# ---- clock_mode_controller ----
<file path="config.mk">
export PLATFORM = sky130hd
export DESIGN_NAME = clock_mode_controller
export DESIGN_NICKNAME = d
export VERILOG_FILES = /design/src/rtl/clock_mode_controller_pkg.sv /design/src/rtl/clock_mode_controller_adjust_timeout.sv /design/src/rtl/clock_mode_controller.sv
export SDC_FILE = /design/constraint.sdc
export NUM_CORES = 1
export LEC_CHECK = 0
export CAP_MARGIN = 20
export CELL_PAD_IN_SITES_DETAIL_PLACEMENT = 1
export CELL_PAD_IN_SITES_GLOBAL_PLACEMENT = 1
export CORE_UTILIZATION = 29
export CTS_CLUSTER_SIZE = 20
export DETAILED_ROUTE_END_ITERATION = 10
export PLACE_DENSITY = 0.83
export SYNTH_ARGS = -nofsm -noshare
export SYNTH_HDL_FRONTEND = slang
export SYNTH_SLANG_ARGS = --single-unit
</file>
<file path="constraint.sdc">
create_clock -name clk -period 4.92 [get_ports clk]
set_input_delay 0.984 -clock clk [delete_from_list [all_inputs] [get_ports clk]]
set_output_delay 0.984 -clock clk [all_outputs]
set_load 0.02 [all_outputs]
</file>
<file path="src/rtl/clock_mode_controller_pkg.sv">
`default_nettype none
// ============================================================================
// Module  : clock_mode_controller_pkg
// Brief   : Shared definitions for the digital-clock mode controller:
//           mode state encoding, field maxima and default counter widths.
// Revision: 1.0 - initial release
// ============================================================================
package clock_mode_controller_pkg;

  // Controller modes: free-running timekeeping, or adjusting one field
  typedef enum logic [1:0] {
    RUN     = 2'd0,
    SET_HR  = 2'd1,
    SET_MIN = 2'd2
  } mode_state_t;

  // Largest value each counter holds before wrapping
  localparam int SEC_MAX = 59;
  localparam int MIN_MAX = 59;
  localparam int HR_MAX  = 23;

  // Default counter widths and idle-tick limit in set mode
  localparam int DEF_SEC_W   = 6;
  localparam int DEF_MIN_W   = 6;
  localparam int DEF_HR_W    = 5;
  localparam int DEF_TIMEOUT = 30;

endpackage
`default_nettype wire

</file>
<file path="src/rtl/clock_mode_controller_adjust_timeout.sv">
`default_nettype none
// ============================================================================
// Module  : adjust_timeout
// Brief   : Idle-tick counter for the set states. Counts ticks, clears on
//           request, and flags the tick that completes TIMEOUT idle ticks.
// Revision: 1.0 - initial release
// ============================================================================
module adjust_timeout #(
  parameter int TIMEOUT = 30
) (
  input  logic clk,
  input  logic reset_n,
  input  logic clear,
  input  logic tick,
  output logic expired
);

  localparam int CNT_W = $clog2(TIMEOUT + 1);

  logic [CNT_W-1:0] count;

  // Idle counter: clear has priority over tick; saturates at TIMEOUT
  always_ff @(posedge clk or negedge reset_n) begin
    if (!reset_n) begin
      count <= '0;
    end else if (clear) begin
      count <= '0;
    end else if (tick && (count != CNT_W'(TIMEOUT))) begin
      count <= count + 1'b1;
    end
  end

  // Expiry is flagged in the same cycle as the tick that completes the run,
  // so the owner can leave the set state on that very edge.
  assign expired = tick && (count == CNT_W'(TIMEOUT - 1));

endmodule
`default_nettype wire

</file>
<file path="src/rtl/clock_mode_controller.sv">
`default_nettype none
// ============================================================================
// Module  : clock_mode_controller
// Brief   : Run/set sequencing for the sec/min/hr counter bank. Cascades the
//           1 Hz tick in run mode and steers up/down buttons to the selected
//           field in set mode, with idle timeout and display blink.
// Revision: 1.0 - initial release
// ============================================================================
module clock_mode_controller
  import clock_mode_controller_pkg::*;
#(
  parameter int TIMEOUT = DEF_TIMEOUT,
  parameter int SEC_W   = DEF_SEC_W,
  parameter int MIN_W   = DEF_MIN_W,
  parameter int HR_W    = DEF_HR_W
) (
  input  logic             clk,
  input  logic             reset_n,
  input  logic             tick,
  input  logic             btn_mode,
  input  logic             btn_up,
  input  logic             btn_down,
  input  logic [SEC_W-1:0] sec,
  input  logic [MIN_W-1:0] min,
  input  logic [HR_W-1:0]  hr,
  output logic             sec_en,
  output logic             min_en,
  output logic             hr_en,
  output logic             sec_ud,
  output logic             min_ud,
  output logic             hr_ud,
  output logic             set_mode,
  output logic             sel_hr,
  output logic             sel_min,
  output logic             blink
);

  mode_state_t state, state_nxt;
  logic        any_btn;
  logic        adjust;
  logic        state_change;
  logic        timeout_clear;
  logic        expired;
  logic        sec_at_max;
  logic        min_at_max;

  // Hours never gate the cascade; the counter wraps itself at 23
  logic        unused_hr;
  assign unused_hr = ^hr;

  assign any_btn      = btn_mode | btn_up | btn_down;
  // A single direction press with no mode press moves the selected field
  assign adjust       = (btn_up ^ btn_down) & ~btn_mode;
  assign sec_at_max   = (sec == SEC_W'(SEC_MAX));
  assign min_at_max   = (min == MIN_W'(MIN_MAX));
  assign state_change = (state_nxt != state);
  // Idle count is only meaningful inside a set state
  assign timeout_clear = any_btn | state_change | (state == RUN);

  adjust_timeout #(
    .TIMEOUT (TIMEOUT)
  ) u_adjust_timeout (
    .clk     (clk),
    .reset_n (reset_n),
    .clear   (timeout_clear),
    .tick    (tick),
    .expired (expired)
  );

  // Mode state register
  always_ff @(posedge clk or negedge reset_n) begin
    if (!reset_n) begin
      state <= RUN;
    end else begin
      state <= state_nxt;
    end
  end

  // Next mode: mode button cycles, timeout returns to RUN unless a button is seen
  always_comb begin
    state_nxt = state;
    case (state)
      RUN: begin
        if (btn_mode) state_nxt = SET_HR;
      end
      SET_HR: begin
        if (btn_mode)                 state_nxt = SET_MIN;
        else if (!any_btn && expired) state_nxt = RUN;
      end
      SET_MIN: begin
        if (btn_mode)                 state_nxt = RUN;
        else if (!any_btn && expired) state_nxt = RUN;
      end
      default: state_nxt = RUN;
    endcase
  end

  // Blink phase: restarts low on any mode change, toggles on tick while adjusting
  always_ff @(posedge clk or negedge reset_n) begin
    if (!reset_n) begin
      blink <= 1'b0;
    end else if (state_change || (state == RUN)) begin
      blink <= 1'b0;
    end else if (tick) begin
      blink <= ~blink;
    end
  end

  // Counter enables/directions and mode indications from state and pulses
  always_comb begin
    sec_en   = 1'b0;
    min_en   = 1'b0;
    hr_en    = 1'b0;
    sec_ud   = 1'b1;
    min_ud   = 1'b1;
    hr_ud    = 1'b1;
    set_mode = 1'b0;
    sel_hr   = 1'b0;
    sel_min  = 1'b0;
    case (state)
      RUN: begin
        sec_en = tick;
        min_en = tick & sec_at_max;
        hr_en  = tick & sec_at_max & min_at_max;
      end
      SET_HR: begin
        set_mode = 1'b1;
        sel_hr   = 1'b1;
        hr_en    = adjust;
        hr_ud    = btn_up;
      end
      SET_MIN: begin
        set_mode = 1'b1;
        sel_min  = 1'b1;
        min_en   = adjust;
        min_ud   = btn_up;
      end
      default: begin
        set_mode = 1'b0;
      end
    endcase
    // Counters must not move while reset is held
    if (!reset_n) begin
      sec_en = 1'b0;
      min_en = 1'b0;
      hr_en  = 1'b0;
    end
  end

endmodule
`default_nettype wire

</file>
==> clock_mode_controller/congestion.png <==
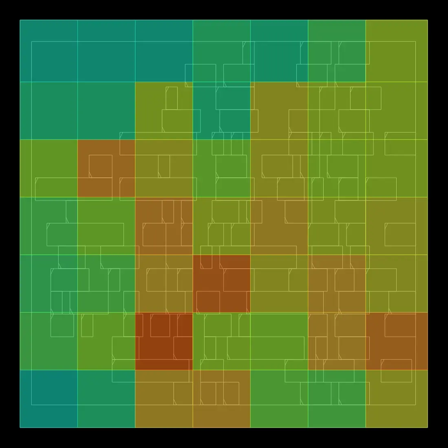
global routing met2 resource utilization: 0.329
GR Layer Usage met3: 0.0810
GR met1 Demand/Resource: 0.180
busiest layer in global routing: met2
GRT Resource Usage Total: 0.178

==> clock_mode_controller/logic_types.png <==
Scale: 12 px per micron.
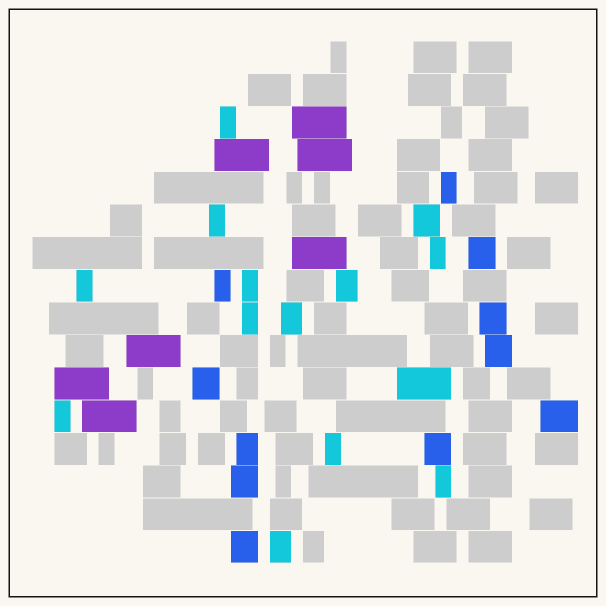
| family | color | cells | most used |
|---|---|---|---|
| fa/ha/maj cells | purple | 7 | ha_1 |
| nor cells | cyan | 14 | nor2_1 |
| nand cells | blue | 11 | nand4_1 |

==> clock_mode_controller/detail.png <==
Window x 9 to 39, y 0 to 30 microns. Cells in gray, sequential cells in the stronger gray; small squares are vias.
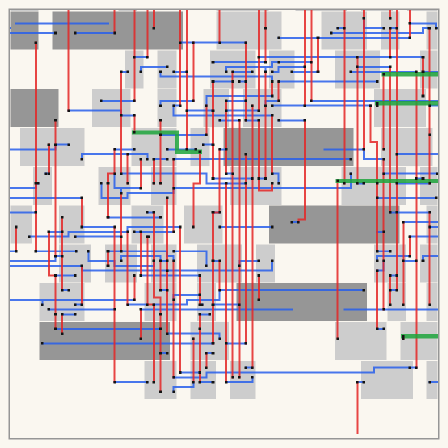
| layer | color |
|---|---|
| metal 1 | blue |
| metal 2 | red |
| metal 3 | green |
cells with their middle in the window: 48
sequential cells in the window: 5
most frequent: nor2_1 (5), dfrtp_1 (5), clkdlybuf4s50_1 (5)
netlist names of flops here include: u_adjust_timeout.count (3)

==> notes.md <==
### STA
• final worst hold slack: 565 ps

### Logic synthesis
• top cell type's share of synthesized area: 0.315
• Synth cell types: 28
• post-synth top area cell: dfrtp_1
• number of flops mapped to enable cells by yosys: 0
• Async S/R FF share, synth: 1.00
• most repeated cell in the gate-level netlist after synthesis: nor2_1

### Placed design
• final weighted congestion in routability-driven placement: 0.812
• number of buffers added on ports: 26
• detailed placement HPWL: 1520 microns

### Route
• met3 WL post-DR: 167 microns
• Vias/cell: 5.16
• DR WL/cell: 14.7 microns

### Layout
• logic share of the area: 0.426
• antenna fix cells: 0
• filler instances: 249
• max FFs per register: 5
• sequential standard cell area: 200 sq um
• Layout clock buffers: 3

### CTS
• clock slew seen by the registers of the worst setup and hold paths: 50 ps
• clock buffer count from CTS: 3

### Floorplanning
• Die Size: 0.00238 sq mm

### Status
• status: finished, final reports clean

### Worst setup path
• CP Capture Point: hr_en
• CP required: 3940 ps

### Hold path
• Cells on Worst Hold Path: 1

==> worst reg2reg max path, stage by stage (launching register included) <==
cell and delay, ps:
dfrtp_1 440, inv_1 110, ha_1 290, nor4_2 290, nand4_1 210, a311o_1 400
a211oi_1 240
==> per-stage QoR <==
stage / utilization / cell area (sq um) / power (mW)
after floorplan: - / 636 / 0.230
final: 0.469 / 940 / 0.366
after detailed placement: 0.458 / 917 / 0.320
after CTS: 0.469 / 940 / 0.372
after global routing: 0.469 / 940 / 0.397
after global placement: 0.458 / 917 / 0.312

# ---- ir_tx_sequencer ----
==> ir_tx_sequencer/logic_types.png <==
Scale: 6 px per micron.
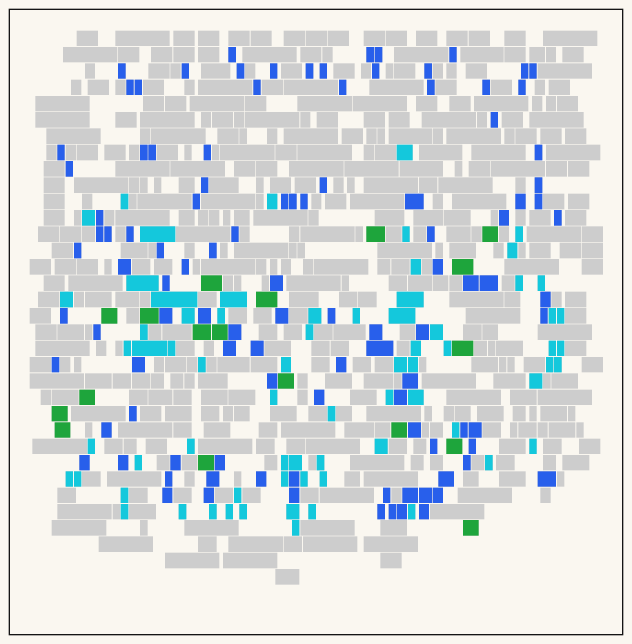
==> ir_tx_sequencer/detail.png <==
Window x 36 to 66, y 16 to 46 microns. Cells in gray, sequential cells in the stronger gray; small squares are vias.
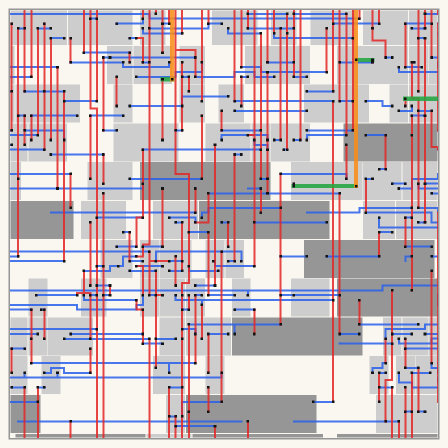
## src/rtl/ir_tx_pkg.sv

```systemverilog
// Shared types and constants for the IR transmit sequencer.
// Holds the coding-mode and FSM-state enums plus the input clamp helpers.
package ir_tx_pkg;

  typedef enum logic [1:0] {
    MODE_BIPHASE = 2'd0,
    MODE_PDIST   = 2'd1,
    MODE_PLEN    = 2'd2,
    MODE_ILLEGAL = 2'd3
  } mode_e;

  typedef enum logic [1:0] {
    ST_IDLE = 2'd0,
    ST_SEG1 = 2'd1,
    ST_SEG2 = 2'd2,
    ST_DONE = 2'd3
  } state_e;

  localparam logic [15:0] MIN_DIV  = 16'd4;
  localparam logic [5:0]  MAX_BITS = 6'd32;

  function automatic logic [15:0] clamp_div(input logic [15:0] div);
    return (div < MIN_DIV) ? MIN_DIV : div;
  endfunction

  function automatic logic [5:0] clamp_nbits(input logic [5:0] nbits);
    return (nbits > MAX_BITS) ? MAX_BITS : nbits;
  endfunction

endpackage

```

## src/rtl/ir_carrier_gen.sv

```systemverilog
// Carrier generator: free-running period counter with 25% duty output and
// a one-cycle tick on the last count of each period.
module ir_carrier_gen (
  input  logic        i_clk,
  input  logic        i_rst_n,
  input  logic        i_clr,
  input  logic [15:0] i_div,
  output logic        o_carrier,
  output logic        o_tick
);

  logic [15:0] r_cnt;
  logic [15:0] w_last;

  assign w_last    = i_div - 16'd1;
  assign o_tick    = (r_cnt == w_last);
  assign o_carrier = (r_cnt < (i_div >> 2));

  always_ff @(posedge i_clk or negedge i_rst_n) begin
    if (!i_rst_n) begin
      r_cnt <= 16'd0;
    end else if (i_clr || o_tick) begin
      r_cnt <= 16'd0;
    end else begin
      r_cnt <= r_cnt + 16'd1;
    end
  end

endmodule

```

## src/rtl/ir_tx_sequencer.sv

```systemverilog
// IR frame transmitter: serialises a captured payload LSB first as two
// segments per bit (bi-phase, pulse-distance or pulse-length coding).
module ir_tx_sequencer
  import ir_tx_pkg::*;
#(
  parameter int P_HALF  = 32,
  parameter int P_SHORT = 32,
  parameter int P_LONG  = 64
) (
  input  logic        i_clk,
  input  logic        i_rst_n,
  input  logic        i_start,
  input  logic [1:0]  i_mode,
  input  logic [31:0] i_data,
  input  logic [5:0]  i_nbits,
  input  logic [15:0] i_carrier_div,
  input  logic        i_abort,
  output logic        o_ir_dout,
  output logic        o_ready,
  output logic        o_done,
  output logic        o_err
);

  localparam logic [6:0] L_HALF  = 7'(P_HALF);
  localparam logic [6:0] L_SHORT = 7'(P_SHORT);
  localparam logic [6:0] L_LONG  = 7'(P_LONG);

  state_e      r_state;
  state_e      w_state_nxt;
  mode_e       r_mode;
  logic [31:0] r_shift;
  logic [5:0]  r_bits;
  logic [15:0] r_div;
  logic [6:0]  r_seg_cnt;
  logic        r_err;

  logic        w_accept;
  logic        w_legal;
  logic [5:0]  w_nbits_c;
  logic        w_in_seg;
  logic        w_bit;
  logic        w_mark;
  logic [6:0]  w_seg_len;
  logic        w_seg_end;
  logic        w_last_bit;
  logic        w_carrier;
  logic        w_tick;
  logic        w_carrier_clr;

  assign w_accept   = i_start && (r_state == ST_IDLE);
  assign w_legal    = (i_mode != MODE_ILLEGAL);
  assign w_nbits_c  = clamp_nbits(i_nbits);
  assign w_in_seg   = (r_state == ST_SEG1) || (r_state == ST_SEG2);
  assign w_bit      = r_shift[0];
  assign w_last_bit = (r_bits == 6'd1);
  assign w_seg_end  = w_in_seg && w_tick && (r_seg_cnt == (w_seg_len - 7'd1));

  // Carrier restarts at count 0 at every segment boundary and is held in reset outside segments.
  assign w_carrier_clr = !w_in_seg || w_seg_end || i_abort;

  ir_carrier_gen u_carrier (
    .i_clk    (i_clk),
    .i_rst_n  (i_rst_n),
    .i_clr    (w_carrier_clr),
    .i_div    (r_div),
    .o_carrier(w_carrier),
    .o_tick   (w_tick)
  );

  // Segment polarity and length for the bit at the head of the shift register.
  always_comb begin
    w_seg_len = L_SHORT;
    w_mark    = 1'b0;
    case (r_mode)
      MODE_BIPHASE: begin
        w_seg_len = L_HALF;
        w_mark    = (r_state == ST_SEG1) ? !w_bit : w_bit;
      end
      MODE_PDIST: begin
        if (r_state == ST_SEG1) begin
          w_mark = 1'b1;
        end else begin
          w_seg_len = w_bit ? L_LONG : L_SHORT;
        end
      end
      MODE_PLEN: begin
        if (r_state == ST_SEG1) begin
          w_mark    = 1'b1;
          w_seg_len = w_bit ? L_LONG : L_SHORT;
        end
      end
      default: ;
    endcase
  end

  always_ff @(posedge i_clk or negedge i_rst_n) begin
    if (!i_rst_n) begin
      r_state <= ST_IDLE;
    end else begin
      r_state <= w_state_nxt;
    end
  end

  always_comb begin
    w_state_nxt = r_state;
    o_ready     = 1'b0;
    o_done      = 1'b0;
    case (r_state)
      ST_IDLE: begin
        o_ready = 1'b1;
        if (w_accept && w_legal) begin
          w_state_nxt = (w_nbits_c == 6'd0) ? ST_DONE : ST_SEG1;
        end
      end
      ST_SEG1: begin
        if (i_abort) begin
          w_state_nxt = ST_IDLE;
        end else if (w_seg_end) begin
          w_state_nxt = ST_SEG2;
        end
      end
      ST_SEG2: begin
        if (i_abort) begin
          w_state_nxt = ST_IDLE;
        end else if (w_seg_end) begin
          w_state_nxt = w_last_bit ? ST_DONE : ST_SEG1;
        end
      end
      ST_DONE: begin
        o_done      = 1'b1;
        w_state_nxt = ST_IDLE;
      end
      default: w_state_nxt = ST_IDLE;
    endcase
  end

  always_ff @(posedge i_clk or negedge i_rst_n) begin
    if (!i_rst_n) begin
      r_mode    <= MODE_BIPHASE;
      r_shift   <= 32'd0;
      r_bits    <= 6'd0;
      r_div     <= 16'd0;
      r_seg_cnt <= 7'd0;
      r_err     <= 1'b0;
    end else begin
      r_err <= w_accept && !w_legal;
      if (w_accept && w_legal) begin
        r_mode    <= mode_e'(i_mode);
        r_shift   <= i_data;
        r_bits    <= w_nbits_c;
        r_div     <= clamp_div(i_carrier_div);
        r_seg_cnt <= 7'd0;
      end else if (w_in_seg) begin
        if (i_abort || w_seg_end) begin
          r_seg_cnt <= 7'd0;
        end else if (w_tick) begin
          r_seg_cnt <= r_seg_cnt + 7'd1;
        end
        if (!i_abort && w_seg_end && (r_state == ST_SEG2)) begin
          r_shift <= r_shift >> 1;
          r_bits  <= r_bits - 6'd1;
        end
      end
    end
  end

  // Gated by reset directly so the line drops without waiting for any edge.
  assign o_ir_dout = i_rst_n && w_in_seg && w_mark && w_carrier;
  assign o_err     = r_err;

endmodule

```

## config.mk

```make
export PLATFORM = sky130hd
export DESIGN_NAME = ir_tx_sequencer
export DESIGN_NICKNAME = d
export VERILOG_FILES = /design/src/rtl/ir_tx_pkg.sv /design/src/rtl/ir_carrier_gen.sv /design/src/rtl/ir_tx_sequencer.sv
export SDC_FILE = /design/constraint.sdc
export NUM_CORES = 1
export LEC_CHECK = 0
export ABC_CLOCK_PERIOD_IN_PS = 3700
export CAP_MARGIN = 5
export CORE_AREA = 3 3 99 101
export DETAILED_ROUTE_END_ITERATION = 16
export DIE_AREA = 0 0 102 104
export GPL_TIMING_DRIVEN = 0
export HOLD_SLACK_MARGIN = 0.02
export PLACE_DENSITY = 0.8
export SETUP_SLACK_MARGIN = 0.02
export SLEW_MARGIN = 20
export SYNTH_ARGS = -nofsm -noshare
export SYNTH_HDL_FRONTEND = slang
export SYNTH_SLANG_ARGS = --single-unit
```

## constraint.sdc

```tcl
create_clock -name i_clk -period 3.7 [get_ports i_clk]
set_input_delay 0.925 -clock i_clk [delete_from_list [all_inputs] [get_ports i_clk]]
set_output_delay 0.925 -clock i_clk [all_outputs]
set_load 0.05 [all_outputs]
```

==> notes.md <==
### Route
• antenna-violating nets left: 0
• Vias/cell: 5.82
• first-iteration detailed-routing DRC count: 170
• total detailed-routing wirelength: 11700 microns

### Logic synthesis
• total cells reported by yosys after synthesis: 542
• average cell area after synthesis: 9.30 sq um
• sequential-to-total area share from yosys stat: 0.407
• Adder-Cell Fraction of Synth Area: 0.0720
• FF+latch count, synth: 82

### STA
• final worst path period need: 3580 ps
• relative slew slack: 0.365

### Layout
• share of layout cells above drive strength 1: 0.0675
• Layout Cells excl Fill: 733
• Finished Cell Area: 0.00602 sq mm
• Post-layout nets: 706
• signed area change from the synthesized netlist to the final layout: 19.5%

### Worst setup path
• launching instance or port of the critical path: r_state[1]$_DFFE_PN0P_
• critical path type: flop to output pin
• CP required: 2770 ps
• largest incremental delay on the critical path: 410 ps
• most repeated library cell on the critical path: inv_1

### Floorplanning
• Cell Rows: 35

### CTS
• CTS tree: done

### Placed design
• DP Area: 0.00583 sq mm
• Setup Slack @ Placement: -367 ps

### GRT
• GR Layer Usage met3: 0.0295
• busiest layer in global routing: met2

### Status
• status: finished, final reports clean

Notes on ir_tx_sequencer/logic_types.png above:
| family | color | cells | most used |
|---|---|---|---|
| non-inverting ao/oa cells | green | 18 | a21o_1 |
| nand cells | blue | 106 | nand2_1 |
| nor cells | cyan | 70 | nor2_1 |

Notes on ir_tx_sequencer/detail.png above:
| layer | color |
|---|---|
| metal 3 | green |
| metal 2 | red |
| metal 1 | blue |
| metal 4 | orange |
cells with their middle in the window: 69
most frequent: nor2_1 (13), nand3_1 (7), dfrtp_1 (7)
netlist names of flops here include: u_carrier.r_cnt (4), r_seg_cnt (3)
sequential cells in the window: 7

## Yosys cell counts (8+ instances only)
library cell,instances
nand2_1,62
a21oi_1,8
mux2i_1,34
nand3_1,20
xnor2_1,18
o21ai_1,28
clkbuf_1,12
a31oi_1,8
xor2_1,20
inv_1,35
nor2_1,45
ha_1,29
nand4_1,13
a21o_1,8
dfrtp_1,82
o21ai_0,32
## layout make-up
cell class,instances,area (sq um)
fill,750,3080
clock inverter,6,50.0
multi-input combinational,405,2730
clock buffer,10,128
sequential,82,2050
buffer,20,141
tap,111,139
timing repair buffer,64,649
inverter,35,131

# ---- simple_spi_seq ----
## src/rtl/simple_spi_seq.sv

```systemverilog
// Wishbone master that walks one simple_spi core through a complete multi-byte SPI transaction:
// configure, select, stream bytes through SPDR with SPSR polling, deselect, disable.
module simple_spi_seq #(
   parameter int unsigned SS_WIDTH = 1,
   parameter int unsigned LEN_W    = 8,
   parameter int unsigned POLL_MAX = 1023
) (
   input  logic                clk_i,
   input  logic                rstn_i,
   input  logic                req_valid_i,
   output logic                req_ready_o,
   input  logic [LEN_W-1:0]    req_len_i,
   input  logic                req_cpol_i,
   input  logic                req_cpha_i,
   input  logic [3:0]          req_div_i,
   input  logic [SS_WIDTH-1:0] req_ss_i,
   input  logic                tx_valid_i,
   input  logic [7:0]          tx_data_i,
   output logic                tx_ready_o,
   output logic                rx_valid_o,
   output logic [7:0]          rx_data_o,
   input  logic                rx_ready_i,
   output logic                done_o,
   output logic                err_o,
   output logic                wb_cyc_o,
   output logic                wb_stb_o,
   output logic [2:0]          wb_adr_o,
   output logic                wb_we_o,
   output logic [7:0]          wb_dat_o,
   input  logic [7:0]          wb_dat_i,
   input  logic                wb_ack_i
);

   localparam int unsigned PW = $clog2(POLL_MAX + 1);

   localparam logic [2:0] A_SPCR = 3'd0;
   localparam logic [2:0] A_SPSR = 3'd1;
   localparam logic [2:0] A_SPDR = 3'd2;
   localparam logic [2:0] A_SPER = 3'd3;
   localparam logic [2:0] A_SS   = 3'd4;

   typedef enum logic [3:0] {
      S_IDLE, S_W_SPCR, S_W_SPER, S_W_SS, S_GET_TX, S_W_SPDR,
      S_POLL, S_R_SPDR, S_PUT_RX, S_W_SSOFF, S_W_OFF, S_DONE
   } state_t;

   typedef struct packed {
      logic       we;
      logic [2:0] adr;
      logic [7:0] dat;
   } wb_req_t;

   state_t                state, nxt;
   wb_req_t               acc_c;
   logic                  issue_c, poll_again_c, poll_to_c;
   logic                  req_acc_c, tx_acc_c, rx_acc_c, ack_c;
   logic                  acked, spsr_empty, err_flag;
   logic [LEN_W-1:0]      cnt;
   logic [PW-1:0]         poll_cnt;
   logic [3:0]            div_q;
   logic [SS_WIDTH-1:0]   ss_q;

   always_ff @(posedge clk_i or negedge rstn_i) begin
      if (!rstn_i) state <= S_IDLE;
      else         state <= nxt;
   end

   // Each WB state issues on entry, waits for ack, then spends one idle cycle (acked=1) before moving on.
   always_comb begin
      nxt          = state;
      issue_c      = 1'b0;
      poll_again_c = 1'b0;
      poll_to_c    = 1'b0;
      req_acc_c    = req_valid_i && req_ready_o;
      tx_acc_c     = tx_valid_i && tx_ready_o;
      rx_acc_c     = rx_valid_o && rx_ready_i;
      ack_c        = wb_cyc_o && wb_ack_i;
      case (state)
         S_IDLE:   if (req_acc_c) begin nxt = S_W_SPCR; issue_c = 1'b1; end
         S_W_SPCR: if (acked) begin nxt = S_W_SPER; issue_c = 1'b1; end
         S_W_SPER: if (acked) begin nxt = S_W_SS; issue_c = 1'b1; end
         S_W_SS: if (acked) begin
            if (cnt == '0) begin nxt = S_W_SSOFF; issue_c = 1'b1; end
            else           nxt = S_GET_TX;
         end
         S_GET_TX: if (tx_acc_c) begin nxt = S_W_SPDR; issue_c = 1'b1; end
         S_W_SPDR: if (acked) begin nxt = S_POLL; issue_c = 1'b1; end
         S_POLL: if (acked) begin
            issue_c = 1'b1;
            if (!spsr_empty) begin
               nxt = S_R_SPDR;
            end else if (poll_cnt == PW'(POLL_MAX - 1)) begin
               poll_to_c = 1'b1;
               nxt       = S_W_SSOFF;
            end else begin
               poll_again_c = 1'b1;
            end
         end
         S_R_SPDR: if (acked) nxt = S_PUT_RX;
         S_PUT_RX: if (rx_acc_c) begin
            if (cnt == LEN_W'(1)) begin nxt = S_W_SSOFF; issue_c = 1'b1; end
            else                  nxt = S_GET_TX;
         end
         S_W_SSOFF: if (acked) begin nxt = S_W_OFF; issue_c = 1'b1; end
         S_W_OFF:   if (acked) nxt = S_DONE;
         S_DONE:    nxt = S_IDLE;
         default:   nxt = S_IDLE;
      endcase

      // SPCR config comes straight from the request and SPDR data from the TX port: both issue on their handshake
      acc_c = '{we: 1'b1, adr: A_SPCR, dat: 8'h00};
      case (nxt)
         S_W_SPCR:  acc_c.dat = {4'b0101, req_cpol_i, req_cpha_i, req_div_i[1:0]};
         S_W_SPER:  begin acc_c.adr = A_SPER; acc_c.dat = {6'b0, div_q[3:2]}; end
         S_W_SS:    begin acc_c.adr = A_SS;   acc_c.dat = 8'(ss_q); end
         S_W_SPDR:  begin acc_c.adr = A_SPDR; acc_c.dat = tx_data_i; end
         S_POLL:    begin acc_c.we = 1'b0; acc_c.adr = A_SPSR; end
         S_R_SPDR:  begin acc_c.we = 1'b0; acc_c.adr = A_SPDR; end
         S_W_SSOFF: acc_c.adr = A_SS;
         default:   acc_c.adr = A_SPCR;
      endcase
   end

   always_ff @(posedge clk_i or negedge rstn_i) begin
      if (!rstn_i) begin
         req_ready_o <= 1'b0;
         tx_ready_o  <= 1'b0;
         rx_valid_o  <= 1'b0;
         rx_data_o   <= 8'h00;
         done_o      <= 1'b0;
         err_o       <= 1'b0;
         wb_cyc_o    <= 1'b0;
         wb_stb_o    <= 1'b0;
         wb_adr_o    <= 3'd0;
         wb_we_o     <= 1'b0;
         wb_dat_o    <= 8'h00;
         acked       <= 1'b0;
         spsr_empty  <= 1'b0;
         err_flag    <= 1'b0;
         cnt         <= '0;
         poll_cnt    <= '0;
         div_q       <= 4'h0;
         ss_q        <= '0;
      end else begin
         req_ready_o <= (nxt == S_IDLE);
         tx_ready_o  <= (nxt == S_GET_TX);
         rx_valid_o  <= (nxt == S_PUT_RX);
         done_o      <= (nxt == S_DONE);
         err_o       <= (nxt == S_DONE) && err_flag;

         if (req_acc_c) begin
            div_q    <= req_div_i;
            ss_q     <= req_ss_i;
            cnt      <= req_len_i;
            poll_cnt <= '0;
         end

         if (issue_c) begin
            wb_cyc_o <= 1'b1;
            wb_stb_o <= 1'b1;
            wb_we_o  <= acc_c.we;
            wb_adr_o <= acc_c.adr;
            wb_dat_o <= acc_c.dat;
            acked    <= 1'b0;
         end else if (ack_c) begin
            wb_cyc_o <= 1'b0;
            wb_stb_o <= 1'b0;
            wb_we_o  <= 1'b0;
            acked    <= 1'b1;
         end

         if (ack_c && state == S_POLL)   spsr_empty <= wb_dat_i[0];
         if (ack_c && state == S_R_SPDR) rx_data_o  <= wb_dat_i;

         if (poll_again_c) poll_cnt <= poll_cnt + PW'(1);

         if (poll_to_c)            err_flag <= 1'b1;
         else if (state == S_DONE) err_flag <= 1'b0;

         if (rx_acc_c) begin
            cnt      <= cnt - LEN_W'(1);
            poll_cnt <= '0;
         end
      end
   end

endmodule

```

## config.mk

```make
export PLATFORM = sky130hd
export DESIGN_NAME = simple_spi_seq
export DESIGN_NICKNAME = d
export VERILOG_FILES = /design/src/rtl/simple_spi_seq.sv
export SDC_FILE = /design/constraint.sdc
export NUM_CORES = 1
export LEC_CHECK = 0
export CORE_ASPECT_RATIO = 1.25
export CORE_UTILIZATION = 35
export DETAILED_ROUTE_END_ITERATION = 6
export PLACE_DENSITY_LB_ADDON = 0.12
export SLEW_MARGIN = 20
export SYNTH_ARGS = -nofsm -noshare
export SYNTH_HDL_FRONTEND = slang
export SYNTH_SLANG_ARGS = --single-unit
```

## constraint.sdc

```tcl
create_clock -name clk_i -period 2.76 [get_ports clk_i]
set_clock_uncertainty 0.1 [all_clocks]
set_input_delay 0.552 -clock clk_i [delete_from_list [all_inputs] [get_ports clk_i]]
set_output_delay 0.552 -clock clk_i [all_outputs]
set_load 0.05 [all_outputs]
```

==> simple_spi_seq/congestion.png <==
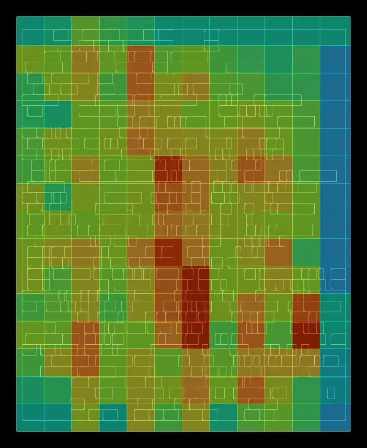
GR Layer Usage met3: 0.0365
global routing met2 resource utilization: 0.300
busiest layer in global routing: met2
GRT Resource Usage Total: 0.173
DR WL/cell: 15.1 microns

==> notes.md <==
### Route
• number of search-and-repair iterations in the first detailed-routing pass: 4
• antenna-violating nets left: 0
• met3 WL post-DR: 360 microns

### Status
• status: finished, final reports clean

### GRT
• largest net degree at the start of global routing: 32

### STA
• total setup violations reported at the end of the flow: 0

### Power
• power share of the combinational group: 0.550

### Worst setup path
• largest fanout on the critical path: 8

### Layout
• count of flip-flops and latches: 54
• count of inverters other than clock inverters in the layout: 10
• signed area change from the synthesized netlist to the final layout: 32.7%

### Floorplanning
• top-level I/O count: 64

### Logic synthesis
• Synthesized Nets: 343
• FF+latch count, synth: 54
• number of instances in the synthesized netlist: 302

### CTS
• clock buffer count from CTS: 5

cells in the final DEF, fill, tap and decap left out, types with 3 or more instances in the layout:
master	count
clkdlybuf4s50_1	62
nor3_1	6
a21oi_1	16
nor3b_1	3
nand2_1	34
a211oi_1	3
ha_1	4
a22oi_1	3
nand3_1	14
buf_4	20
dfrtp_1	54
o21ai_0	28
nor4_1	3
and3_1	10
o31ai_1	3
o21ai_1	5
o31a_1	3
nand3b_1	4
mux2_2	15
nor2_1	20
clkbuf_8	5
inv_1	9
nand4_1	5


==> notes/layouts.md <==
Pictures saved along the way, in no particular order.

Wire density map.
Plate I
Scale: 8 px per micron. 10 x 10 tiles, from white (low) to dark blue (high), scaled to the fullest tile. Values are wire area over tile area, all layers added.
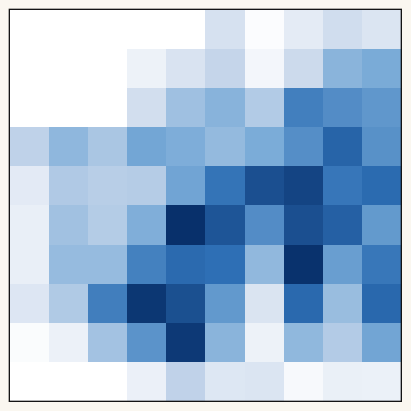
Plate II
Scale: 4 px per micron. 20 x 21 tiles, from white (low) to dark blue (high), scaled to the fullest tile. Values are wire area over tile area, all layers added.
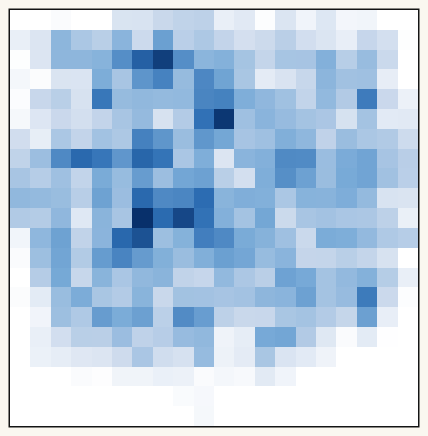
Plate III
Scale: 4 px per micron. 17 x 21 tiles, from white (low) to dark blue (high), scaled to the fullest tile. Values are wire area over tile area, all layers added.
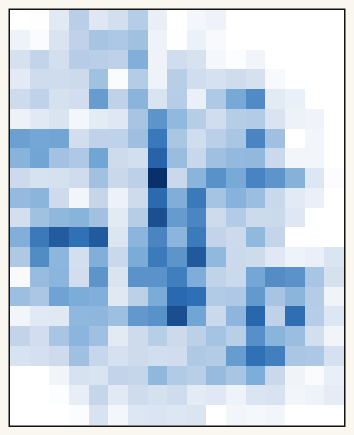
- Plate III = simple_spi_seq
- Plate I = clock_mode_controller
- Plate II = ir_tx_sequencer
The one with the largest die is Plate II.
The one with the smallest die is Plate I.

Power is estimated from default activity; no workload was simulated.
